######## design 1 ########
--- src/rtl/pwm_ramp_sequencer_pkg.sv ---
// Shared types, default widths and duty-step helpers for the PWM ramp sequencer.
// Optional triangle mode is enabled by defining PWM_RAMP_TRIANGLE_EN.
package pwm_ramp_pkg;

  localparam int DUTY_W_DEF  = 8;
  localparam int PRESC_W_DEF = 16;

  typedef enum logic [1:0] {
    IDLE = 2'd0,
    UP   = 2'd1,
    DOWN = 2'd2
  } ramp_state_e;

  // One upward step: the sum is formed wide enough that it cannot wrap, then
  // clamped to the target. A zero step means "jump straight to the target".
  function automatic logic [31:0] sat_step_up(input logic [31:0] cur,
                                              input logic [31:0] step,
                                              input logic [31:0] tgt);
    logic [31:0] sum;
    if (step == 32'd0) return tgt;
    sum = cur + step;
    return (sum > tgt) ? tgt : sum;
  endfunction

  // One downward step: the difference floors at zero, then clamps to the target.
  function automatic logic [31:0] sat_step_down(input logic [31:0] cur,
                                                input logic [31:0] step,
                                                input logic [31:0] tgt);
    logic [31:0] diff;
    if (step == 32'd0) return tgt;
    diff = (cur < step) ? 32'd0 : cur - step;
    return (diff < tgt) ? tgt : diff;
  endfunction

endpackage

--- src/rtl/pwm_ramp_sequencer_if.sv ---
// Register-bank side bundle of the PWM ramp sequencer: configuration in,
// applied duty and status out.
interface pwm_ramp_sequencer_if #(
  parameter int DUTY_W  = pwm_ramp_pkg::DUTY_W_DEF,
  parameter int PRESC_W = pwm_ramp_pkg::PRESC_W_DEF
);
  logic               ramp_en;
  logic [DUTY_W-1:0]  target_duty;
  logic [DUTY_W-1:0]  step_size;
  logic [PRESC_W-1:0] rate_div;
  logic               tri_mode;
  logic [DUTY_W-1:0]  duty_out;
  logic               busy;
  logic               done_pulse;

  // Register bank / test side
  modport master (
    output ramp_en, target_duty, step_size, rate_div, tri_mode,
    input  duty_out, busy, done_pulse
  );

  // Sequencer side
  modport slave (
    input  ramp_en, target_duty, step_size, rate_div, tri_mode,
    output duty_out, busy, done_pulse
  );
endinterface

--- src/rtl/pwm_ramp_prescaler.sv ---
// Step-rate prescaler: counts clk cycles and raises tick once the count has
// reached rate_div, giving one tick every rate_div+1 cycles. The >= compare
// lets a lowered rate_div take effect on the very next cycle.
module pwm_ramp_prescaler #(
  parameter int PRESC_W = pwm_ramp_pkg::PRESC_W_DEF
) (
  input  logic               clk,
  input  logic               rst_n,
  input  logic               clr,
  input  logic [PRESC_W-1:0] rate_div,
  output logic               tick
);

  logic [PRESC_W-1:0] count_q;

  assign tick = (count_q >= rate_div);

  // Cycle counter: cleared on request, wraps to zero on each tick.
  // NOTE: state registers use non-blocking (<=) so every flop samples pre-edge values.
  always_ff @(posedge clk or negedge rst_n) begin
    if (!rst_n) begin
      count_q <= '0;
    end else if (clr || tick) begin
      count_q <= '0;
    end else begin
      count_q <= count_q + PRESC_W'(1);
    end
  end

endmodule

--- src/rtl/pwm_ramp_sequencer.sv ---
// PWM duty ramp sequencer: moves the applied duty toward the requested target
// in step_size increments, one step every rate_div+1 cycles, with bypass when
// ramp_en is low. Define PWM_RAMP_TRIANGLE_EN to enable continuous
// target<->0 triangle sweeping under tri_mode.
module pwm_ramp_sequencer
  import pwm_ramp_pkg::*;
#(
  parameter int DUTY_W  = DUTY_W_DEF,
  parameter int PRESC_W = PRESC_W_DEF
) (
  input logic                 clk,
  input logic                 rst_n,
  pwm_ramp_sequencer_if.slave bus
);

  ramp_state_e       state_q, state_d;
  logic [DUTY_W-1:0] duty_q, duty_d;
  logic              busy_q;
  logic              done_q, done_d;
  logic              tick;
  logic              presc_clr;
  logic [DUTY_W-1:0] down_tgt;
  logic              tri_dn_q, tri_dn_d;  // DOWN leg of a triangle heads for 0

`ifdef PWM_RAMP_TRIANGLE_EN
  logic tri_req;
  assign tri_req = bus.tri_mode;
`else
  logic unused_tri_mode;
  logic tri_req;
  assign unused_tri_mode = bus.tri_mode;
  assign tri_req         = 1'b0;
`endif

  assign down_tgt = tri_dn_q ? '0 : bus.target_duty;

  // Prescaler restarts whenever we sit in IDLE or the state is about to change.
  assign presc_clr = (state_q == IDLE) || (state_d != state_q);

  pwm_ramp_prescaler #(.PRESC_W(PRESC_W)) u_presc (
    .clk      (clk),
    .rst_n    (rst_n),
    .clr      (presc_clr),
    .rate_div (bus.rate_div),
    .tick     (tick)
  );

  // Next-state, next-duty and arrival-pulse decisions.
  // NOTE: every always_comb output is defaulted first, so no path can infer a latch.
  always_comb begin
    state_d  = state_q;
    duty_d   = duty_q;
    done_d   = 1'b0;
    tri_dn_d = tri_dn_q;

    if (!bus.ramp_en) begin
      duty_d   = bus.target_duty;
      state_d  = IDLE;
      tri_dn_d = 1'b0;
    end else begin
      unique case (state_q)
        IDLE: begin
          tri_dn_d = 1'b0;
          if (bus.target_duty > duty_q)      state_d = UP;
          else if (bus.target_duty < duty_q) state_d = DOWN;
        end
        UP: begin
          if (bus.target_duty < duty_q) begin
            state_d = DOWN;
          end else if (bus.target_duty == duty_q) begin
            state_d = IDLE;
          end else if (tick) begin
            // NOTE: duty_d is blocking-assigned here, so the arrival test below sees the new value.
            duty_d = DUTY_W'(sat_step_up(32'(duty_q), 32'(bus.step_size),
                                         32'(bus.target_duty)));
            if (duty_d == bus.target_duty) begin
              done_d = 1'b1;
              if (tri_req) begin
                state_d  = DOWN;
                tri_dn_d = 1'b1;
              end else begin
                state_d = IDLE;
              end
            end
          end
        end
        DOWN: begin
          if (down_tgt > duty_q) begin
            state_d  = UP;
            tri_dn_d = 1'b0;
          end else if (down_tgt == duty_q) begin
            state_d  = IDLE;
            tri_dn_d = 1'b0;
          end else if (tick) begin
            duty_d = DUTY_W'(sat_step_down(32'(duty_q), 32'(bus.step_size),
                                           32'(down_tgt)));
            if (duty_d == down_tgt) begin
              done_d   = 1'b1;
              tri_dn_d = 1'b0;
              if (tri_dn_q && tri_req && (bus.target_duty != '0)) state_d = UP;
              else                                                state_d = IDLE;
            end
          end
        end
        default: begin
          state_d  = IDLE;
          tri_dn_d = 1'b0;
        end
      endcase
    end
  end

  // Registered state and outputs; busy is derived from the next state so it
  // always matches the registered state.
  always_ff @(posedge clk or negedge rst_n) begin
    if (!rst_n) begin
      state_q  <= IDLE;
      duty_q   <= '0;
      busy_q   <= 1'b0;
      done_q   <= 1'b0;
      tri_dn_q <= 1'b0;
    end else begin
      state_q  <= state_d;
      duty_q   <= duty_d;
      busy_q   <= (state_d != IDLE);
      done_q   <= done_d;
      tri_dn_q <= tri_dn_d;
    end
  end

  assign bus.duty_out   = duty_q;
  assign bus.busy       = busy_q;
  assign bus.done_pulse = done_q;

endmodule

--- src/flat_wrapper.sv ---
// flat-port wrapper written by rule: the top's interface ports become plain ports
module pwm_ramp_sequencer_flat import pwm_ramp_pkg::*;
#(
  parameter int DUTY_W  = DUTY_W_DEF,
  parameter int PRESC_W = PRESC_W_DEF
)
  (clk, rst_n, bus_ramp_en, bus_target_duty, bus_step_size, bus_rate_div, bus_tri_mode, bus_duty_out, bus_busy, bus_done_pulse);
  pwm_ramp_sequencer_if #(.DUTY_W(DUTY_W), .PRESC_W(PRESC_W)) bus_i ();
  input logic clk;
  input logic rst_n;
  input wire logic [$bits(bus_i.ramp_en)-1:0] bus_ramp_en;
  input wire logic [$bits(bus_i.target_duty)-1:0] bus_target_duty;
  input wire logic [$bits(bus_i.step_size)-1:0] bus_step_size;
  input wire logic [$bits(bus_i.rate_div)-1:0] bus_rate_div;
  input wire logic [$bits(bus_i.tri_mode)-1:0] bus_tri_mode;
  output wire logic [$bits(bus_i.duty_out)-1:0] bus_duty_out;
  output wire logic [$bits(bus_i.busy)-1:0] bus_busy;
  output wire logic [$bits(bus_i.done_pulse)-1:0] bus_done_pulse;
  assign bus_i.ramp_en = bus_ramp_en;
  assign bus_i.target_duty = bus_target_duty;
  assign bus_i.step_size = bus_step_size;
  assign bus_i.rate_div = bus_rate_div;
  assign bus_i.tri_mode = bus_tri_mode;
  assign bus_duty_out = bus_i.duty_out;
  assign bus_busy = bus_i.busy;
  assign bus_done_pulse = bus_i.done_pulse;
  pwm_ramp_sequencer #(.DUTY_W(DUTY_W), .PRESC_W(PRESC_W)) u_core (.clk(clk), .rst_n(rst_n), .bus(bus_i));
endmodule
--- config.mk ---
export PLATFORM = sky130hd
export DESIGN_NAME = pwm_ramp_sequencer_flat
export DESIGN_NICKNAME = d
export VERILOG_FILES = /design/src/rtl/pwm_ramp_sequencer_pkg.sv /design/src/rtl/pwm_ramp_sequencer_if.sv /design/src/rtl/pwm_ramp_prescaler.sv /design/src/rtl/pwm_ramp_sequencer.sv /design/src/flat_wrapper.sv
export SDC_FILE = /design/constraint.sdc
export NUM_CORES = 1
export LEC_CHECK = 0
export CAP_MARGIN = 20
export CORE_UTILIZATION = 61
export CTS_CLUSTER_SIZE = 16
export DETAILED_ROUTE_END_ITERATION = 12
export PLACE_DENSITY = 0.86
export SKIP_CTS_REPAIR_TIMING = 1
export SLEW_MARGIN = 25
export SYNTH_ARGS = -nofsm -noshare
export SYNTH_HDL_FRONTEND = slang
export SYNTH_SLANG_ARGS = --single-unit
--- constraint.sdc ---
create_clock -name clk -period 8.8 [get_ports clk]
set_clock_uncertainty 0.1 [all_clocks]
set_input_delay 1.76 -clock clk [delete_from_list [all_inputs] [get_ports clk]]
set_output_delay 1.76 -clock clk [all_outputs]
set_load 0.02 [all_outputs]
==> metrics.cfg <==
[yosys]
synthCells=490
top_cell_area_share_pct=18.7
ys_seq_share_pct=17.5
async_flop_share_pct=100
yosys_area_um2=4010
ys_sh_mux_pct=4.62
synthDistinctLibCells=75
adder_share_pct=19.7
most_common_cell=ha_1

[final_timing]
fmax_mhz=141
final-setup-viol-count=0
hold_violations=0
worst_slack_ns=1.70
drv_slew=0
tns_ns=0

[critical_path]
reg2reg_depth=15
required_ns=8.83
cp-start-kind=input pin

[cts]
cts_tree=done
cts_max_level=1
ctsRootBufferMaster=clkbuf_8

[power]
seq-power_w=0.000200
p_sw_w=0.000829
combPwrFrac_pct=79.9
seq_power_share_pct=13.2
power.leakage_nw=2.12
powerDensity_nw_per_um2=331

[final_layout]
clock_cell_area_share_pct=1.56
final_area_um2=4570
num-nonclk-inverters=54
syn2layout_area_growth_pct=14.0
num_antenna_cells=0
finalNetCount=626
sh_comb_area_pct=66.8
fin_util_pct=72.0
seq_area_share_pct=15.3
regArea_um2=701

[route]
vias_per_cell=6.65
top_layer=met4

[status]
status=finished clean

[grt]
use_met2_pct=52.1
met3_usage_pct=8.85
track_usage_pct=35.5
grt_busiest_layer=met2

[placement]
dp_hpwl_um=9500
io_buffers=44
gp_congestion=0.973
dp_slack_ns=1.58

[die]
die_x_um=83.1
die-area_um2=6900

[hold_path]
min_path_type=reg -> reg

==> worst max-delay path, stage by stage <==
cell	delay, ns
clkdlybuf4s50_1	0.51
inv_1	0.05
ha_1	0.49
and2_4	0.28
a221oi_2	0.35
a21boi_0	0.18
nor3_1	0.57
ha_1	0.37
a21o_1	0.18
a21o_1	0.18
a211o_1	0.35
a41oi_2	0.28
a21oi_1	0.23
nor2_2	0.23
a31oi_4	0.08
a2111oi_4	0.85
nor3_1	0.16
Design 1, the clock network:
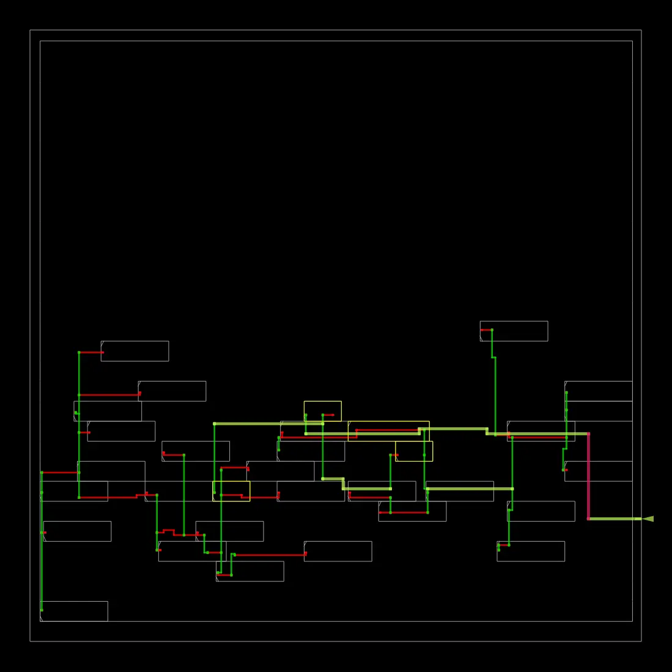
sinks on the clock net: 28
registers: 28
# clk buffers: 3
worst skew pair latency: 0.28 ns

Design 1, zoomed window:
Window x 1 to 41, y 42 to 82 um. Cells in grey, sequential cells in the stronger grey; small squares are vias.
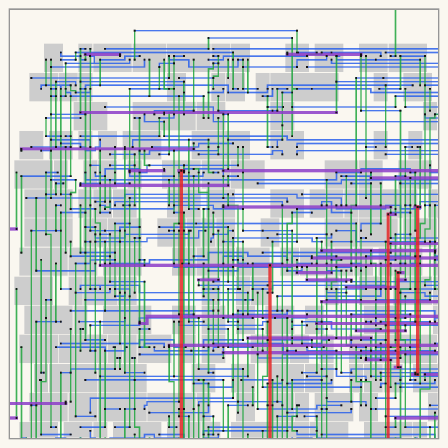
legend:
  blue:
    layer: metal 1
  green:
    layer: metal 2
  purple:
    layer: metal 3
  red:
    layer: metal 4
sequential cells in the window: 0
cells with their middle in the window: 144
most frequent: inv_1 (15), nor2_1 (14), ha_1 (12)

Design 1, wiring by layer:
Two of the layers only.
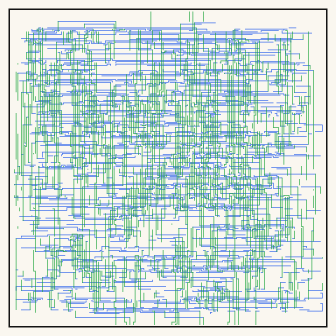
legend:
  green:
    layer: metal 2
    wire_length: 5030 um
  blue:
    layer: metal 1
    wire_length: 5500 um
via count: 4019
WL final: 12100 um


######## design 2 ########
Design 2, wiring by layer:
Two of the layers only.
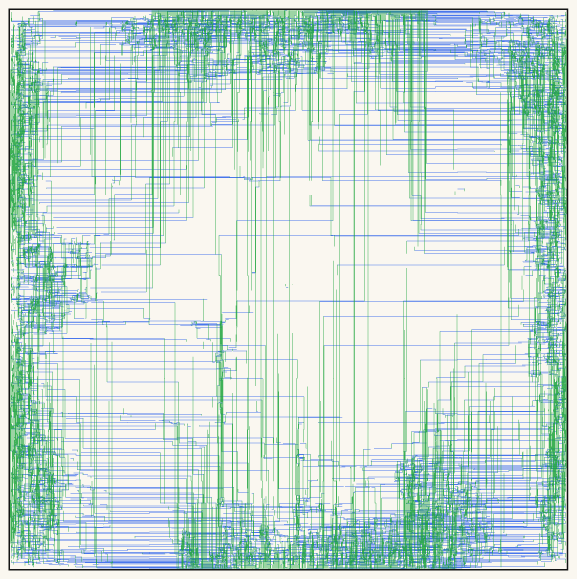
===== src/rtl/ndata_arb_pkg.sv =====
// Shared types and helpers for the ndata stream arbiters: FSM state,
// source-index width and a behavioural round-robin search.
package ndata_arb_pkg;

  typedef enum logic {
    IDLE   = 1'b0,
    LOCKED = 1'b1
  } arb_state_t;

  localparam int NUM_INPUTS_DEF = 4;
  localparam int MAX_INPUTS     = 32;

  function automatic int src_width(input int n);
    return (n > 2) ? $clog2(n) : 1;
  endfunction

  localparam int SRC_W = src_width(NUM_INPUTS_DEF);

  typedef struct packed {
    logic       found;
    logic [4:0] idx;
  } rr_result_t;

  // First requester at or after ptr, wrapping modulo n.
  function automatic rr_result_t rr_select(input logic [MAX_INPUTS-1:0] req,
                                           input int ptr, input int n);
    rr_result_t r;
    int j;
    r = '0;
    for (int k = MAX_INPUTS - 1; k >= 0; k--) begin
      if (k < n) begin
        j = ptr + k;
        if (j >= n) j = j - n;
        if (req[j]) begin
          r.found = 1'b1;
          r.idx   = 5'(j);
        end
      end
    end
    return r;
  endfunction

endpackage


===== src/rtl/ndata_packet_arbiter_rr_priority_picker.sv =====
// Combinational round-robin picker: rotate requests by ptr, find the first
// set bit, then map the offset back to an absolute index.
module rr_priority_picker #(
  parameter int N = 4,
  parameter int W = 2
) (
  input  logic [N-1:0] req_i,
  input  logic [W-1:0] ptr_i,
  output logic [W-1:0] idx_o,
  output logic         found_o
);

  logic [2*N-1:0] req_dbl;
  logic [N-1:0]   req_rot;
  logic [W-1:0]   off;
  logic [W:0]     sum_w;

  // Doubling the vector makes the rotate valid for any N, not only powers of two.
  assign req_dbl = {req_i, req_i};
  assign req_rot = req_dbl[ptr_i +: N];

  always_comb begin
    off     = '0;
    found_o = 1'b0;
    for (int k = N - 1; k >= 0; k--) begin
      if (req_rot[k]) begin
        off     = W'(k);
        found_o = 1'b1;
      end
    end
  end

  always_comb begin
    sum_w = {1'b0, ptr_i} + {1'b0, off};
    if (sum_w >= (W+1)'(N)) sum_w = sum_w - (W+1)'(N);
    idx_o = W'(sum_w);
  end

endmodule


===== src/rtl/ndata_packet_arbiter.sv =====
// Packet-granular round-robin arbiter merging NUM_INPUTS ndata streams into one
// registered output. Define NDATA_ARB_STATS_EN for per-input packet counters.
module ndata_packet_arbiter
  import ndata_arb_pkg::*;
#(
  parameter type data_t       = logic [31:0],
  parameter int  NUM_INPUTS   = 4,
  parameter int  NUM_ELEMENTS = 8,
  localparam int DW           = $bits(data_t),
  localparam int BEAT_W       = NUM_ELEMENTS * DW,
  localparam int SEL_W        = src_width(NUM_INPUTS)
) (
  input  logic                           clk,
  input  logic                           rst_n,
  input  logic [NUM_INPUTS*BEAT_W-1:0]   in_data,
  input  logic [NUM_INPUTS*NUM_ELEMENTS-1:0] in_keep,
  input  logic [NUM_INPUTS-1:0]          in_last,
  input  logic [NUM_INPUTS-1:0]          in_valid,
  output logic [NUM_INPUTS-1:0]          in_ready,
  output logic [BEAT_W-1:0]              out_data,
  output logic [NUM_ELEMENTS-1:0]        out_keep,
  output logic                           out_last,
  output logic                           out_valid,
  input  logic                           out_ready,
  output logic [SEL_W-1:0]               out_src
`ifdef NDATA_ARB_STATS_EN
  ,
  input  logic                           stats_clear,
  output logic [NUM_INPUTS*32-1:0]       pkt_count
`endif
);

  arb_state_t               state_q, state_d;
  logic [SEL_W-1:0]         rr_ptr_q, rr_ptr_d;
  logic [SEL_W-1:0]         grant_q, grant_d;

  logic [BEAT_W-1:0]        out_data_q;
  logic [NUM_ELEMENTS-1:0]  out_keep_q;
  logic                     out_last_q;
  logic                     out_valid_q;
  logic [SEL_W-1:0]         out_src_q;

  logic [BEAT_W-1:0]        beat_data [NUM_INPUTS];
  logic [NUM_ELEMENTS-1:0]  beat_keep [NUM_INPUTS];

  logic [SEL_W-1:0]         pick_idx;
  logic                     pick_found;
  logic [SEL_W-1:0]         sel;
  logic                     active;
  logic                     load_en;
  logic                     acc;

  for (genvar gi = 0; gi < NUM_INPUTS; gi++) begin : g_beat
    assign beat_data[gi] = in_data[gi*BEAT_W +: BEAT_W];
    assign beat_keep[gi] = in_keep[gi*NUM_ELEMENTS +: NUM_ELEMENTS];
  end

  rr_priority_picker #(
    .N (NUM_INPUTS),
    .W (SEL_W)
  ) u_picker (
    .req_i   (in_valid),
    .ptr_i   (rr_ptr_q),
    .idx_o   (pick_idx),
    .found_o (pick_found)
  );

  function automatic logic [SEL_W-1:0] next_ptr(input logic [SEL_W-1:0] p);
    return (32'(p) == NUM_INPUTS - 1) ? '0 : p + 1'b1;
  endfunction

  assign load_en = !out_valid_q || out_ready;

  always_comb begin
    sel      = grant_q;
    active   = 1'b1;
    in_ready = '0;
    if (state_q == IDLE) begin
      sel    = pick_idx;
      active = pick_found;
    end
    if (load_en && active) in_ready[sel] = 1'b1;
    acc = load_en && active && in_valid[sel];
  end

  always_comb begin
    state_d  = state_q;
    rr_ptr_d = rr_ptr_q;
    grant_d  = grant_q;
    case (state_q)
      IDLE: begin
        if (acc) begin
          if (in_last[sel]) begin
            rr_ptr_d = next_ptr(sel);
          end else begin
            state_d = LOCKED;
            grant_d = sel;
          end
        end
      end
      LOCKED: begin
        if (acc && in_last[sel]) begin
          state_d  = IDLE;
          rr_ptr_d = next_ptr(grant_q);
        end
      end
      default: state_d = IDLE;
    endcase
  end

  always_ff @(posedge clk) begin
    if (!rst_n) begin
      state_q  <= IDLE;
      rr_ptr_q <= '0;
      grant_q  <= '0;
    end else begin
      state_q  <= state_d;
      rr_ptr_q <= rr_ptr_d;
      grant_q  <= grant_d;
    end
  end

  always_ff @(posedge clk) begin
    if (!rst_n) begin
      out_valid_q <= 1'b0;
      out_last_q  <= 1'b0;
      out_keep_q  <= '0;
      out_src_q   <= '0;
    end else if (load_en) begin
      out_valid_q <= acc;
      if (acc) begin
        out_last_q <= in_last[sel];
        out_keep_q <= beat_keep[sel];
        out_src_q  <= sel;
      end
    end
  end

  // Data carries no reset so it maps onto plain enable flops.
  always_ff @(posedge clk) begin
    if (load_en && acc) out_data_q <= beat_data[sel];
  end

  assign out_data  = out_data_q;
  assign out_keep  = out_keep_q;
  assign out_last  = out_last_q;
  assign out_valid = out_valid_q;
  assign out_src   = out_src_q;

`ifdef NDATA_ARB_STATS_EN
  for (genvar gi = 0; gi < NUM_INPUTS; gi++) begin : g_stats
    logic [31:0] cnt_q;
    always_ff @(posedge clk) begin
      if (!rst_n || stats_clear) begin
        cnt_q <= '0;
      end else if (in_valid[gi] && in_ready[gi] && in_last[gi]) begin
        cnt_q <= cnt_q + 32'd1;
      end
    end
    assign pkt_count[gi*32 +: 32] = cnt_q;
  end
`else
  // Statistics counters are not built in this configuration.
`endif

  rr_result_t ref_pick;
  assign ref_pick = rr_select(MAX_INPUTS'(in_valid), int'(rr_ptr_q), NUM_INPUTS);

  a_picker: assert property (@(posedge clk) disable iff (!rst_n)
    (pick_found == ref_pick.found) && (!pick_found || 32'(pick_idx) == 32'(ref_pick.idx)));

  for (genvar gi = 0; gi < NUM_INPUTS; gi++) begin : g_proto
    a_hold: assert property (@(posedge clk) disable iff (!rst_n)
      (in_valid[gi] && !in_ready[gi]) |=>
        (in_valid[gi] && $stable(in_last[gi]) && $stable(in_data[gi*BEAT_W +: BEAT_W])));
  end

endmodule


===== config.mk =====
export PLATFORM = sky130hd
export DESIGN_NAME = ndata_packet_arbiter
export DESIGN_NICKNAME = d
export VERILOG_FILES = /design/src/rtl/ndata_arb_pkg.sv /design/src/rtl/ndata_packet_arbiter_rr_priority_picker.sv /design/src/rtl/ndata_packet_arbiter.sv
export SDC_FILE = /design/constraint.sdc
export NUM_CORES = 1
export LEC_CHECK = 0
export CAP_MARGIN = 20
export CORE_AREA = 2 2 522 524
export DETAILED_ROUTE_END_ITERATION = 8
export DIE_AREA = 0 0 524 526
export SETUP_SLACK_MARGIN = 0.05
export SKIP_LAST_GASP = 1
export SLEW_MARGIN = 5
export SYNTH_ARGS = -nofsm -noshare
export SYNTH_HDL_FRONTEND = slang
export SYNTH_SLANG_ARGS = --single-unit

===== constraint.sdc =====
create_clock -name clk -period 11.64 [get_ports clk]
set_input_delay 1.746 -clock clk [delete_from_list [all_inputs] [get_ports clk]]
set_output_delay 1.746 -clock clk [all_outputs]
set_load 0.05 [all_outputs]

==> metrics.cfg <==
[status]
status=finished clean

[grt]
track_usage_pct=15.1
overflow=0
grt_pass1_vias=21700
antenna_found_initial=227
grt_max_degree=148

[die]
fp.dieH_um=526
io_pins=1339
core_region_area_um2=270000
die-area_um2=276000
die_x_um=524

[hold_path]
holdPathEnd=out_keep[1]
hold_start=out_keep[1]
min_path_type=reg -> reg
min_path_cells=2

[job]
warning_count=41
drv_cap=0

[final_layout]
finalNetCount=4463
nFillCells=31000
logic_area_um2=8130
layout_top_cell=clkdlybuf4s50_1
syn2layout_area_growth_pct=113
nClkBuffers=51
buf_share_pct=37.9
sh_comb_area_pct=22.6

[final_timing]
max-slew-margin-rel_pct=28.0
fin_skew_ns=0.0230
worst_slack_ns=3.76
hold_violations=0
worst_hold_slack_ns=0.474
fmax_mhz=127
worst_pin_slew_ns=1.08
rsz0062_at_grt=no

[yosys]
xor_area_share_pct=0.148
edf_count=256
common_cells=nand2_1 (1078), and3_1 (257), a31oi_1 (256), edfxtp_1 (256), clkbuf_1 (153)
synthCells=2171
syn_nets=3244
syn_area_per_cell_um2=7.79
ys_ff=273
ys_seq_share_pct=47.5

[power]
p_sw_w=0.00875
p_clk_w=0.00150
combPwrFrac_pct=72.3
powerDensity_nw_per_um2=407
p_total_w=0.0146
comb-power_w=0.0106
power_leader=combinational logic
seq_power_share_pct=17.5

[cts]
ctsRootBufferMaster=clkbuf_16
cts_max_level=2

[placement]
dpl-instance-area_um2=34300
place_inst=6915
gp_congestion=0.929

[critical_path]
rr_startpoint=rr_ptr_q[0]
criticalPathCategory=in -> out
crit_fanout=82

[route]
vias=23100
route.detailed.drc=0
vias_per_cell=3.27

About 'wiring by layer' of design 2:
legend:
  green:
    layer: metal 2
    wire_length: 94.7 mm
  blue:
    layer: metal 1
    wire_length: 87.6 mm

==> cells by family (layout without fill, tap and decap cells) <==
group           after synthesis  in the layout
flops                       273            273
mux                          12             12
compound gates              314            314
other cells                   0             62
xor+xnor                      2              2
buf+inv                     193           1447
fa+ha+maj                     6              6
simple gates               1371           1371
==> routing by layer <==
layer / vias to the layer above / GRT usage (%) / wire, um
met1: 11000 / 18.2 / 87600
met4: 112 / 4.48 / 6610
met2: 1529 / 23.2 / 94700
met5: - / 0 / 788
li1: 10100 / - / -
met3: 375 / 7.36 / 28600

######## design 3 ########
$ cat config.mk
export PLATFORM = sky130hd
export DESIGN_NAME = classify_scheduler
export DESIGN_NICKNAME = d
export VERILOG_FILES = /design/src/rtl/classify_pkg.sv /design/src/rtl/vec_fifo2.sv /design/src/rtl/classify_scheduler.sv
export SDC_FILE = /design/constraint.sdc
export NUM_CORES = 1
export LEC_CHECK = 0
export ABC_AREA = 1
export CAP_MARGIN = 20
export CORE_MARGIN = 2
export CORE_UTILIZATION = 57
export CTS_CLUSTER_DIAMETER = 80
export DETAILED_ROUTE_END_ITERATION = 12
export DONT_BUFFER_PORTS = 1
export GPL_TIMING_DRIVEN = 0
export PLACE_DENSITY = 0.7
export SETUP_SLACK_MARGIN = 0.5
export SLEW_MARGIN = 20
export SYNTH_ARGS = -nofsm -noshare
export SYNTH_HDL_FRONTEND = slang
export SYNTH_HIERARCHICAL = 1
export SYNTH_SLANG_ARGS = --single-unit
export TNS_END_PERCENT = 10
$ cat constraint.sdc
create_clock -name clk -period 13.9 [get_ports clk]
set_clock_uncertainty 0.1 [all_clocks]
set_input_delay 4.17 -clock clk [delete_from_list [all_inputs] [get_ports clk]]
set_output_delay 4.17 -clock clk [all_outputs]
set_load 0.01 [all_outputs]
$ cat src/rtl/classify_pkg.sv
// Shared constants, FSM state type and one-hot decode helper for the
// classifier scheduler.
package classify_pkg;

    localparam int unsigned NUM_CLASSES = 10;
    localparam int unsigned CLASS_W     = 4;
    localparam logic [CLASS_W-1:0] ERR_CLASS = 4'hF;

    typedef enum logic [1:0] {
        IDLE,
        LAUNCH,
        WAIT,
        EMIT
    } state_e;

    // Returns {valid, index}. valid is set only when exactly one bit is set;
    // otherwise the index field carries ERR_CLASS, never a guessed position.
    function automatic logic [CLASS_W:0] onehot_to_idx(input logic [NUM_CLASSES-1:0] onehot);
        logic [CLASS_W-1:0] idx;
        int unsigned        ones;
        idx  = '0;
        ones = 0;
        for (int unsigned i = 0; i < NUM_CLASSES; i++) begin
            if (onehot[i]) begin
                ones = ones + 1;
                idx  = CLASS_W'(i);
            end
        end
        if (ones == 1) begin
            return {1'b1, idx};
        end
        return {1'b0, ERR_CLASS};
    endfunction

endpackage

$ cat src/rtl/vec_fifo2.sv
// Two-entry synchronous FIFO. Occupancy is registered so full/empty are
// clean flop outputs; a push into a full FIFO or a pop from an empty one
// is ignored.
module vec_fifo2 #(
    parameter int unsigned WIDTH = 8
) (
    input  logic             clk,
    input  logic             reset_n,
    input  logic             push_i,
    input  logic [WIDTH-1:0] wdata_i,
    input  logic             pop_i,
    output logic [WIDTH-1:0] rdata_o,
    output logic             full_o,
    output logic             empty_o
);

    logic [WIDTH-1:0] mem_q [2];
    logic             wr_ptr_q, wr_ptr_d;
    logic             rd_ptr_q, rd_ptr_d;
    logic [1:0]       count_q, count_d;
    logic             do_push, do_pop;

    assign full_o  = (count_q == 2'd2);
    assign empty_o = (count_q == 2'd0);
    assign rdata_o = mem_q[rd_ptr_q];
    assign do_push = push_i && !full_o;
    assign do_pop  = pop_i && !empty_o;

    // Pointer and occupancy next-state.
    always_comb begin
        wr_ptr_d = wr_ptr_q;
        rd_ptr_d = rd_ptr_q;
        count_d  = count_q;
        if (do_push) begin
            wr_ptr_d = !wr_ptr_q;
        end
        if (do_pop) begin
            rd_ptr_d = !rd_ptr_q;
        end
        if (do_push && !do_pop) begin
            count_d = count_q + 2'd1;
        end else if (do_pop && !do_push) begin
            count_d = count_q - 2'd1;
        end
    end

    // Pointer and occupancy registers.
    always_ff @(posedge clk) begin
        if (!reset_n) begin
            wr_ptr_q <= 1'b0;
            rd_ptr_q <= 1'b0;
            count_q  <= '0;
        end else begin
            wr_ptr_q <= wr_ptr_d;
            rd_ptr_q <= rd_ptr_d;
            count_q  <= count_d;
        end
    end

    // Storage write; contents need no reset since occupancy guards reads.
    always_ff @(posedge clk) begin
        if (do_push) begin
            mem_q[wr_ptr_q] <= wdata_i;
        end
    end

endmodule

$ cat src/rtl/classify_scheduler.sv
// Sequences the 10-way argmax engine: buffers up to two score vectors,
// launches the engine per vector, waits for done with a timeout, decodes
// the one-hot result and emits it with running statistics.
module classify_scheduler
    import classify_pkg::*;
#(
    parameter int unsigned DATA_WIDTH = 8,
    parameter int unsigned TIMEOUT    = 16,
    parameter int unsigned CNT_WIDTH  = 16
) (
    input  logic                              clk,
    input  logic                              reset_n,
    input  logic                              in_valid,
    output logic                              in_ready,
    input  logic [NUM_CLASSES*DATA_WIDTH-1:0] in_vector,
    input  logic [CLASS_W-1:0]                in_label,
    input  logic                              in_check,
    output logic                              eng_start,
    output logic [NUM_CLASSES*DATA_WIDTH-1:0] eng_matrix,
    input  logic [NUM_CLASSES-1:0]            eng_classes,
    input  logic                              eng_ready,
    output logic                              out_valid,
    input  logic                              out_ready,
    output logic [CLASS_W-1:0]                out_class,
    output logic                              out_error,
    output logic                              out_match,
    input  logic                              clear_stats,
    output logic [CNT_WIDTH-1:0]              stat_total,
    output logic [CNT_WIDTH-1:0]              stat_correct,
    output logic [CNT_WIDTH-1:0]              stat_errors,
    output logic                              busy
);

    localparam int unsigned VEC_W   = NUM_CLASSES * DATA_WIDTH;
    localparam int unsigned ENTRY_W = VEC_W + CLASS_W + 1;
    localparam int unsigned TMR_W   = $clog2(TIMEOUT + 1);
    localparam logic [TMR_W-1:0]     TMR_ONE  = 1;
    localparam logic [TMR_W-1:0]     TMR_LAST = TMR_W'(TIMEOUT - 1);
    localparam logic [CNT_WIDTH-1:0] CNT_ONE  = 1;

    state_e               state_q, state_d;
    logic [VEC_W-1:0]     cur_vec_q, cur_vec_d;
    logic [CLASS_W-1:0]   cur_label_q, cur_label_d;
    logic                 cur_check_q, cur_check_d;
    logic [TMR_W-1:0]     timer_q, timer_d;
    logic [CLASS_W-1:0]   out_class_q, out_class_d;
    logic                 out_error_q, out_error_d;
    logic                 out_match_q, out_match_d;
    logic [CNT_WIDTH-1:0] total_q, total_d;
    logic [CNT_WIDTH-1:0] correct_q, correct_d;
    logic [CNT_WIDTH-1:0] errors_q, errors_d;
    logic [CLASS_W:0]     dec;

    logic               fifo_full, fifo_empty, fifo_pop, handshake;
    logic [ENTRY_W-1:0] fifo_rdata;

    vec_fifo2 #(
        .WIDTH (ENTRY_W)
    ) u_fifo (
        .clk     (clk),
        .reset_n (reset_n),
        .push_i  (in_valid && in_ready),
        .wdata_i ({in_vector, in_label, in_check}),
        .pop_i   (fifo_pop),
        .rdata_o (fifo_rdata),
        .full_o  (fifo_full),
        .empty_o (fifo_empty)
    );

    assign in_ready     = !fifo_full;
    assign eng_matrix   = cur_vec_q;
    assign out_class    = out_class_q;
    assign out_error    = out_error_q;
    assign out_match    = out_match_q;
    assign stat_total   = total_q;
    assign stat_correct = correct_q;
    assign stat_errors  = errors_q;
    assign busy         = (state_q != IDLE) || !fifo_empty;
    assign handshake    = (state_q == EMIT) && out_ready;

    // FSM next-state, work-register loads and result decode.
    always_comb begin
        state_d     = state_q;
        cur_vec_d   = cur_vec_q;
        cur_label_d = cur_label_q;
        cur_check_d = cur_check_q;
        timer_d     = timer_q;
        out_class_d = out_class_q;
        out_error_d = out_error_q;
        out_match_d = out_match_q;
        fifo_pop    = 1'b0;
        eng_start   = 1'b0;
        out_valid   = 1'b0;
        dec         = onehot_to_idx(eng_classes);
        case (state_q)
            IDLE: begin
                if (!fifo_empty) begin
                    fifo_pop    = 1'b1;
                    cur_vec_d   = fifo_rdata[ENTRY_W-1 -: VEC_W];
                    cur_label_d = fifo_rdata[CLASS_W:1];
                    cur_check_d = fifo_rdata[0];
                    state_d     = LAUNCH;
                end
            end
            LAUNCH: begin
                // eng_ready may still be high from the previous item here.
                eng_start = 1'b1;
                timer_d   = '0;
                state_d   = WAIT;
            end
            WAIT: begin
                if (eng_ready) begin
                    out_class_d = dec[CLASS_W-1:0];
                    out_error_d = !dec[CLASS_W];
                    out_match_d = cur_check_q && dec[CLASS_W] &&
                                  (dec[CLASS_W-1:0] == cur_label_q);
                    state_d     = EMIT;
                end else if (timer_q == TMR_LAST) begin
                    out_class_d = ERR_CLASS;
                    out_error_d = 1'b1;
                    out_match_d = 1'b0;
                    state_d     = EMIT;
                end else begin
                    timer_d = timer_q + TMR_ONE;
                end
            end
            EMIT: begin
                out_valid = 1'b1;
                if (out_ready) begin
                    state_d = IDLE;
                end
            end
            default: state_d = IDLE;
        endcase
    end

    // Saturating statistics; a clear wins over a same-cycle increment.
    always_comb begin
        total_d   = total_q;
        correct_d = correct_q;
        errors_d  = errors_q;
        if (clear_stats) begin
            total_d   = '0;
            correct_d = '0;
            errors_d  = '0;
        end else if (handshake) begin
            if (!(&total_q)) begin
                total_d = total_q + CNT_ONE;
            end
            if (out_match_q && !(&correct_q)) begin
                correct_d = correct_q + CNT_ONE;
            end
            if (out_error_q && !(&errors_q)) begin
                errors_d = errors_q + CNT_ONE;
            end
        end
    end

    // State, work, result and statistics registers.
    always_ff @(posedge clk) begin
        if (!reset_n) begin
            state_q     <= IDLE;
            cur_vec_q   <= '0;
            cur_label_q <= '0;
            cur_check_q <= 1'b0;
            timer_q     <= '0;
            out_class_q <= '0;
            out_error_q <= 1'b0;
            out_match_q <= 1'b0;
            total_q     <= '0;
            correct_q   <= '0;
            errors_q    <= '0;
        end else begin
            state_q     <= state_d;
            cur_vec_q   <= cur_vec_d;
            cur_label_q <= cur_label_d;
            cur_check_q <= cur_check_d;
            timer_q     <= timer_d;
            out_class_q <= out_class_d;
            out_error_q <= out_error_d;
            out_match_q <= out_match_d;
            total_q     <= total_d;
            correct_q   <= correct_d;
            errors_q    <= errors_d;
        end
    end

endmodule

Design 3, zoomed window:
Window x 19 to 59, y 97 to 137 um. Cells in grey, sequential cells in the stronger grey; small squares are vias.
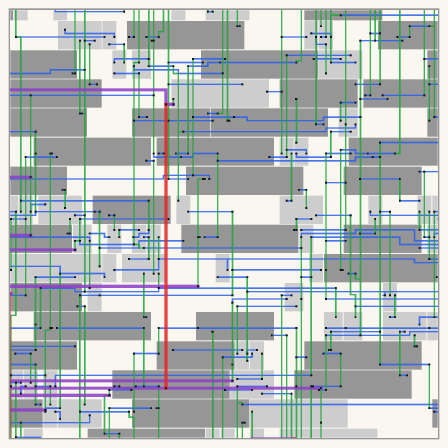
legend:
  green:
    layer: metal 2
  blue:
    layer: metal 1
  purple:
    layer: metal 3
  red:
    layer: metal 4
most frequent: edfxtp_1 (21), nor2_1 (16)
sequential cells in the window: 29
netlist names of flops here include: u_fifo/mem_q (21), eng_matrix (8)
cells with their middle in the window: 74

==> metrics.cfg <==
[status]
status=finished clean

[final_layout]
layout_top_cells=nor2_1 (230), edfxtp_1 (170), dfxtp_1 (151), inv_1 (129), o21ai_0 (123)
seq_area_share_pct=54.6
sh_comb_area_pct=29.3
flop-count=321
finalNetCount=1432
num_antenna_cells=0
multi_input_comb_cells=772
fin_util_pct=65.8
regArea_um2=8130
drive_above_1_share_pct=10.7
buf_share_pct=2.74

[placement]
io_buffers=0
gp_congestion=0.803
dp_hpwl_um=19700

[grt]
grt_pass1_vias=8939
grtUsageMet1_pct=26.1
grt_busiest_layer=met2
use_met2_pct=40.6
overflow=0

[die]
die_x_um=156

[cts]
clkLatencyLatePin_ns=0.50
cts_setup_buffers=0
clkSlewWorstSetupHoldPaths_ns=0.06
cts_buffer_depth=3

[final_timing]
max-slew-margin-rel_pct=45.3
fmax_mhz=114
final-setup-viol-count=0

[yosys]
synthDistinctLibCells=43
flop_cell=edfxtp_1
synthTopCellsByArea=edfxtp_1 (39%), dfxtp_1 (23%), nor2_1 (6.6%), o21ai_0 (4.7%), mux2_1 (4.3%)
syn_nets=1388
ys_warn_count=6
synthCells=1267
ys_seq_share_pct=61.6

[critical_path]
crit_fanout=4
setup.worst_path.end=out_class[1]
critPathMaxStageDelay_ns=0.31
cp_slowest_cell=ha_1
rrSetupSlack_ns=10.83
criticalPathCategory=in -> reg
rr_startpoint=state_q[0]
cp.depth=33
cp-start-kind=input pin

[route]
totalWireLength_um=27800
dr_wl_met2_um=13500
drtAntennaViolNets=0

[hold_path]
min_path_type=reg -> reg
min_path_cells=2

[power]
p_clk_w=0.000911
seq-power_w=0.00144

Design 3, sequential cells coloured by netlist name:
Bar = 50 um.
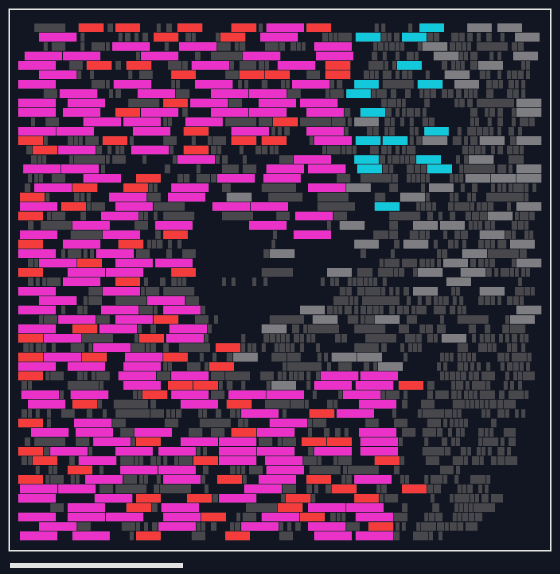
legend:
  red:
    netlist_name: eng_matrix
    flops: 80
  magenta:
    netlist_name: u_fifo/mem_q
    flops: 170
  cyan:
    netlist_name: stat_total
    flops: 16
not coloured: 55

[through the flow]
stage	worst slack, ns	total power (W)	cell area [um2]
floorplan	5.04	0.00188	13200
global placement	3.01	0.00206	13500
detailed placement	4.61	0.00210	13800
CTS	5.15	0.00302	14900
global route	4.59	0.00316	14900
finish	5.14	0.00299	14900
[logic make-up after synthesis]
kind of cell	after synthesis	share of synthesized area, %
compound gates	200	8.04
mux	85	7.26
fa+ha+maj	20	1.90
xor+xnor	3	0.199
buf+inv	174	5.30
flops	321	61.6
simple gates	464	15.7

######## design 4 ########
Design 4, I/O nets highlighted:
Bar = 100 um.
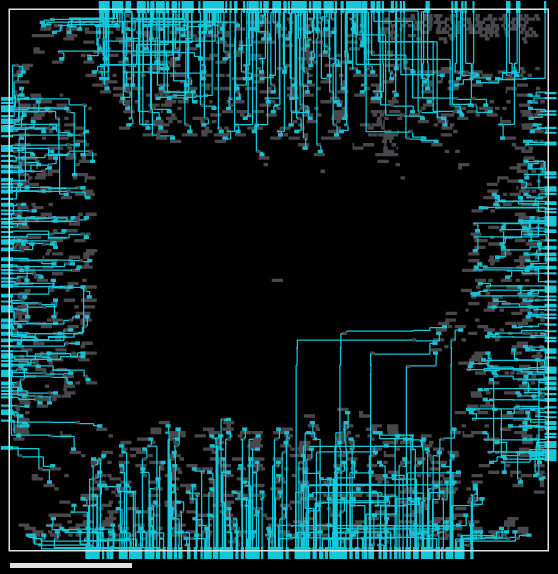
Design 4, the clock network:
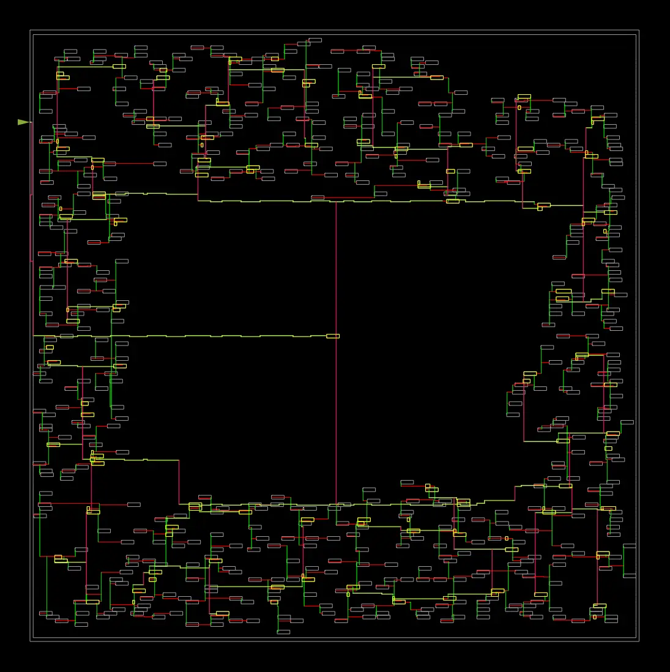
Design 4, wiring by layer:
Two of the layers only.
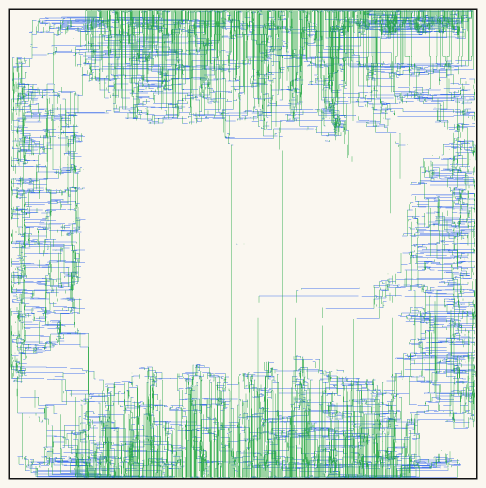
<file path="config.mk">
export PLATFORM = sky130hd
export DESIGN_NAME = hmac_job_arbiter
export DESIGN_NICKNAME = d
export VERILOG_FILES = /design/src/rtl/hmac_arb_pkg.sv /design/src/rtl/hmac_arb_pick.sv /design/src/rtl/hmac_job_arbiter.sv
export SDC_FILE = /design/constraint.sdc
export NUM_CORES = 1
export LEC_CHECK = 0
export CORE_AREA = 2 2 440 442
export CTS_CLUSTER_SIZE = 40
export DETAILED_ROUTE_END_ITERATION = 7
export DIE_AREA = 0 0 442 444
export PLACE_DENSITY_LB_ADDON = 0.1
export SYNTH_ARGS = -nofsm -noshare
export SYNTH_HDL_FRONTEND = slang
export SYNTH_SLANG_ARGS = --single-unit
</file>
<file path="constraint.sdc">
create_clock -name clk -period 23 [get_ports clk]
set_clock_uncertainty 0.15 [all_clocks]
set_input_delay 6.9 -clock clk [delete_from_list [all_inputs] [get_ports clk]]
set_output_delay 6.9 -clock clk [all_outputs]
set_load 0.005 [all_outputs]
</file>
<file path="src/rtl/hmac_arb_pkg.sv">
// Shared types and constants for the HMAC job arbiter.
// Used by hmac_arb_pick and hmac_job_arbiter.
package hmac_arb_pkg;

    localparam int unsigned HMAC_ARB_WORD_W  = 32;
    localparam int unsigned HMAC_ARB_HMAC_W  = 512;
    localparam int unsigned HMAC_ARB_MAX_REQ = 4;
    localparam int unsigned HMAC_ARB_IDX_W   = $clog2(HMAC_ARB_MAX_REQ);

    typedef enum logic [2:0] {
        ST_IDLE,
        ST_START,
        ST_STREAM,
        ST_WAIT,
        ST_RESP
    } arb_state_t;

endpackage

</file>
<file path="src/rtl/hmac_arb_pick.sv">
// Combinational winner picker: round-robin from ptr+1 by default,
// or lowest-index-wins when HMAC_ARB_FIXED_PRIO_EN is defined.
import hmac_arb_pkg::*;

module hmac_arb_pick #(
    parameter int unsigned NUM_REQ = 2
) (
    input  logic [NUM_REQ-1:0]        req,
    input  logic [HMAC_ARB_IDX_W-1:0] ptr,
    output logic [NUM_REQ-1:0]        win,
    output logic [HMAC_ARB_IDX_W-1:0] win_idx
);

    logic found;

`ifdef HMAC_ARB_FIXED_PRIO_EN
    logic unused_ptr;
    assign unused_ptr = ^ptr;

    always_comb begin
        win     = '0;
        win_idx = '0;
        found   = 1'b0;
        for (int unsigned i = 0; i < NUM_REQ; i++) begin
            if (!found && req[i]) begin
                win[i]  = 1'b1;
                win_idx = HMAC_ARB_IDX_W'(i);
                found   = 1'b1;
            end
        end
    end
`else
    // Walk offsets 1..NUM_REQ from the pointer; the inner loop keeps every select constant.
    always_comb begin
        win     = '0;
        win_idx = '0;
        found   = 1'b0;
        for (int unsigned off = 1; off <= NUM_REQ; off++) begin
            for (int unsigned i = 0; i < NUM_REQ; i++) begin
                if (!found && req[i] && (((32'(ptr) + off) % NUM_REQ) == i)) begin
                    win[i]  = 1'b1;
                    win_idx = HMAC_ARB_IDX_W'(i);
                    found   = 1'b1;
                end
            end
        end
    end
`endif

endmodule

</file>
<file path="src/rtl/hmac_job_arbiter.sv">
// Shares one HMAC engine among NUM_REQ (2..4) message-stream requesters, one job at a time.
// Define HMAC_ARB_FIXED_PRIO_EN for fixed priority instead of round-robin.
import hmac_arb_pkg::*;

module hmac_job_arbiter #(
    parameter int unsigned NUM_REQ = 2
) (
    input  logic                                 clk,
    input  logic                                 reset,
    input  logic [NUM_REQ-1:0]                   req,
    output logic [NUM_REQ-1:0]                   grant,
    input  logic [NUM_REQ*HMAC_ARB_WORD_W-1:0]   req_word,
    input  logic [NUM_REQ-1:0]                   req_valid,
    input  logic [NUM_REQ-1:0]                   req_last,
    output logic [NUM_REQ-1:0]                   req_ready,
    output logic [NUM_REQ-1:0]                   resp_valid,
    output logic [HMAC_ARB_HMAC_W-1:0]           resp_hmac,
    output logic                                 busy,
    output logic                                 eng_start_hmac,
    output logic [HMAC_ARB_WORD_W-1:0]           eng_msg_word,
    output logic                                 eng_msg_valid,
    output logic                                 eng_msg_last,
    input  logic                                 eng_msg_ready,
    input  logic [HMAC_ARB_HMAC_W-1:0]           eng_hmac_value,
    input  logic                                 eng_done
);

    arb_state_t                state, state_nxt;
    logic [NUM_REQ-1:0]        pick_win;
    logic [HMAC_ARB_IDX_W-1:0] pick_idx;
    logic [HMAC_ARB_IDX_W-1:0] ptr;

    hmac_arb_pick #(
        .NUM_REQ (NUM_REQ)
    ) u_pick (
        .req     (req),
        .ptr     (ptr),
        .win     (pick_win),
        .win_idx (pick_idx)
    );

`ifdef HMAC_ARB_FIXED_PRIO_EN
    logic unused_pick_idx;
    assign unused_pick_idx = ^pick_idx;
    assign ptr = '0;
`else
    logic [HMAC_ARB_IDX_W-1:0] owner_idx;

    always_ff @(posedge clk or posedge reset) begin
        if (reset) begin
            ptr       <= HMAC_ARB_IDX_W'(NUM_REQ - 1);
            owner_idx <= '0;
        end else begin
            if (state == ST_IDLE && |req)
                owner_idx <= pick_idx;
            if (state == ST_RESP)
                ptr <= owner_idx;
        end
    end
`endif

    always_ff @(posedge clk or posedge reset) begin
        if (reset) begin
            state     <= ST_IDLE;
            grant     <= '0;
            resp_hmac <= '0;
        end else begin
            state <= state_nxt;
            if (state == ST_IDLE && |req)
                grant <= pick_win;
            else if (state == ST_RESP)
                grant <= '0;
            if (state == ST_WAIT && eng_done)
                resp_hmac <= eng_hmac_value;
        end
    end

    always_comb begin
        state_nxt = state;
        case (state)
            ST_IDLE:   if (|req) state_nxt = ST_START;
            ST_START:  state_nxt = ST_STREAM;
            ST_STREAM: if (eng_msg_valid && eng_msg_ready && eng_msg_last) state_nxt = ST_WAIT;
            ST_WAIT:   if (eng_done) state_nxt = ST_RESP;
            ST_RESP:   state_nxt = ST_IDLE;
            default:   state_nxt = ST_IDLE;
        endcase
    end

    // Owner routing uses the one-hot grant directly; only STREAM opens the path.
    always_comb begin
        eng_msg_word  = '0;
        eng_msg_valid = 1'b0;
        eng_msg_last  = 1'b0;
        req_ready     = '0;
        if (state == ST_STREAM) begin
            for (int unsigned i = 0; i < NUM_REQ; i++) begin
                if (grant[i]) begin
                    eng_msg_word  = req_word[HMAC_ARB_WORD_W*i +: HMAC_ARB_WORD_W];
                    eng_msg_valid = req_valid[i];
                    eng_msg_last  = req_last[i];
                    req_ready[i]  = eng_msg_ready;
                end
            end
        end
    end

    assign resp_valid     = (state == ST_RESP) ? grant : '0;
    assign busy           = (state != ST_IDLE);
    assign eng_start_hmac = (state == ST_START);

endmodule

</file>
==> metrics.cfg <==
[status]
status=finished clean

[yosys]
xor_area_share_pct=0
flop_cell=dfrtp_1
syn_area_um2=20200
syn_nets=1758
ys_cells=1172
async_flop_share_pct=100
synthDistinctLibCells=33
simple_gate_area_share_pct=0.866
ys_seq_share_pct=64.2
synthTopCellsByArea=dfrtp_1 (64%), mux2_1 (26%), buf_8 (3.2%), mux2_2 (2.5%), a22o_1 (1.4%)
top_cell_area_share_pct=64.1

[critical_path]
criticalPathCategory=in -> out
cp-start-kind=input pin
cp_slowest_cell=clkdlybuf4s50_1
required_ns=15.95
critPathMaxStageDelay_ns=0.64
crit_family=buffers and inverters
crit_top_cell=clkdlybuf4s50_1

[cts]
cts_max_level=3
ctsRootBufferMaster=clkbuf_16
cts_buffer_depth=3
ctsResizeCount=0
cts_setup_buffers=0
cts_tree=done
clkLatencyLatePin_ns=0.65

[route]
wire_per_inst_um=19.9
drtAntennaViolNets=0
drtIter0Drc=397
dr_wl_met2_um=53500
dr_wl_met3_um=8740
top_layer=met5
vias=14900
totalWireLength_um=98100

[job]
drv_cap=0

[placement]
dpl-instance-area_um2=34000
gp_congestion=0.839
place_inst=4783

[grt]
grt_busiest_layer=met2
grtUsageMet1_pct=9.76
met3_usage_pct=4.32
use_met2_pct=18.3
track_usage_pct=9.75

[final_timing]
fin_crit_ns=15.37
worst_slack_ns=7.63
hold_violations=0
drv_slew=0
rsz0062_at_grt=no
fmax_mhz=65.0

[final_layout]
drive_above_1_share_pct=7.48
syn2layout_area_growth_pct=80.8
finalNetCount=2923

[power]
power.leakage_nw=14.2
ir_drop_mv=0.0498

[die]
die-area_um2=196000
fp_util_pct=10.6
row_count=161

About 'I/O nets highlighted' of design 4:
legend:
  cyan:
    port: eng_hmac_value
    bits: 512
    direction: input
    edge: 173 south, 150 north, 99 west, 90 east
    end_cells: 512
    buffers: 512
    wire: 30.8 mm
# IOs: 1140
Port Buffer Count: 1139

About 'the clock network' of design 4:
sinks on the clock net: 519
registers: 519
clock buffers created by TritonCTS: 78
# clk buffers: 117

About 'wiring by layer' of design 4:
legend:
  green:
    layer: metal 2
    wire_length: 53.5 mm
  blue:
    layer: metal 1
    wire_length: 33.9 mm

## where the power goes
part / switching (W) / internal [W]
clock: 0.000462 / 0.000724
sequential: 0.000243 / 0.00139
combinational: 0.000746 / 0.00123
total: 0.00145 / 0.00334
## cell type report
type                            count  area [um2]
Fill cell                       20700      155000
Antenna cell                        6        15.0
Tap cell                         2526        3160
Clock inverter                     18         163
Multi-Input combinational cell    582        6310
Sequential cell                   519       13000
Timing Repair Buffer             1151       11500
Clock buffer                      117        2350
Inverter                            5        26.3
## registers in the layout, indices dropped and copies added (netlist names)
register,cells
owner_idx,1
resp_hmac,512
grant,2
ptr,1
state,3


==> screenshots <==
I/O nets highlighted.
shot_01.png
Bar = 200 um.
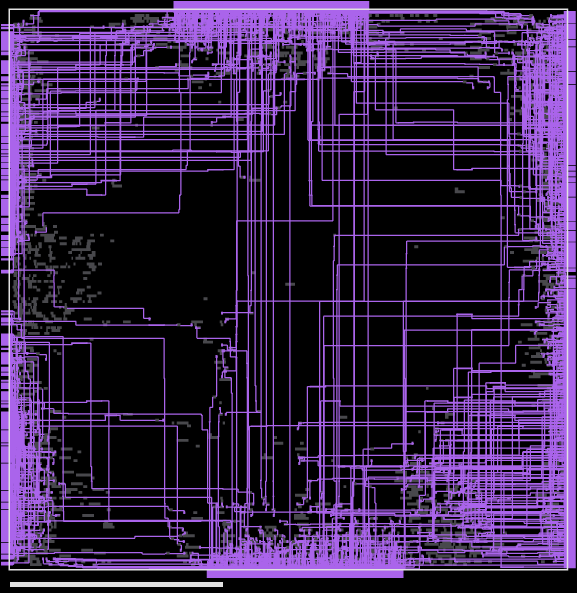
shot_02.png
Bar = 20 um.
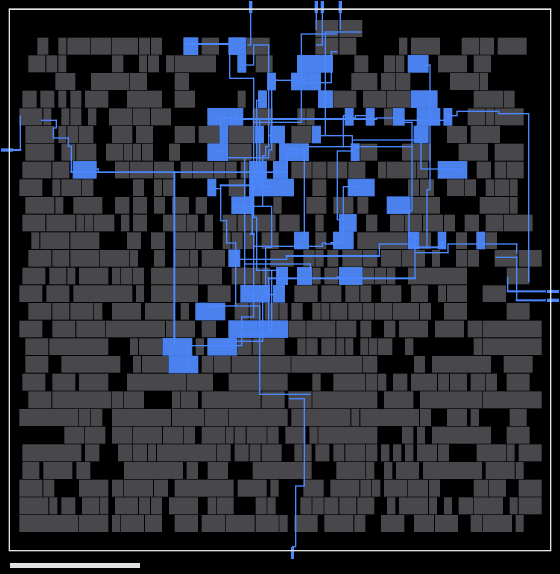
shot_03.png
Bar = 50 um.
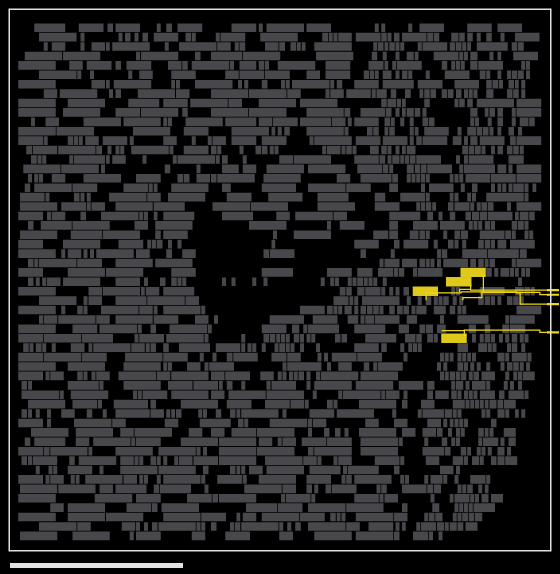
- most cells: shot_01.png
- shot_02.png = design 1
- shot_01.png = design 2
- shot_03.png = design 3

Power and IR drop assume default switching activity.
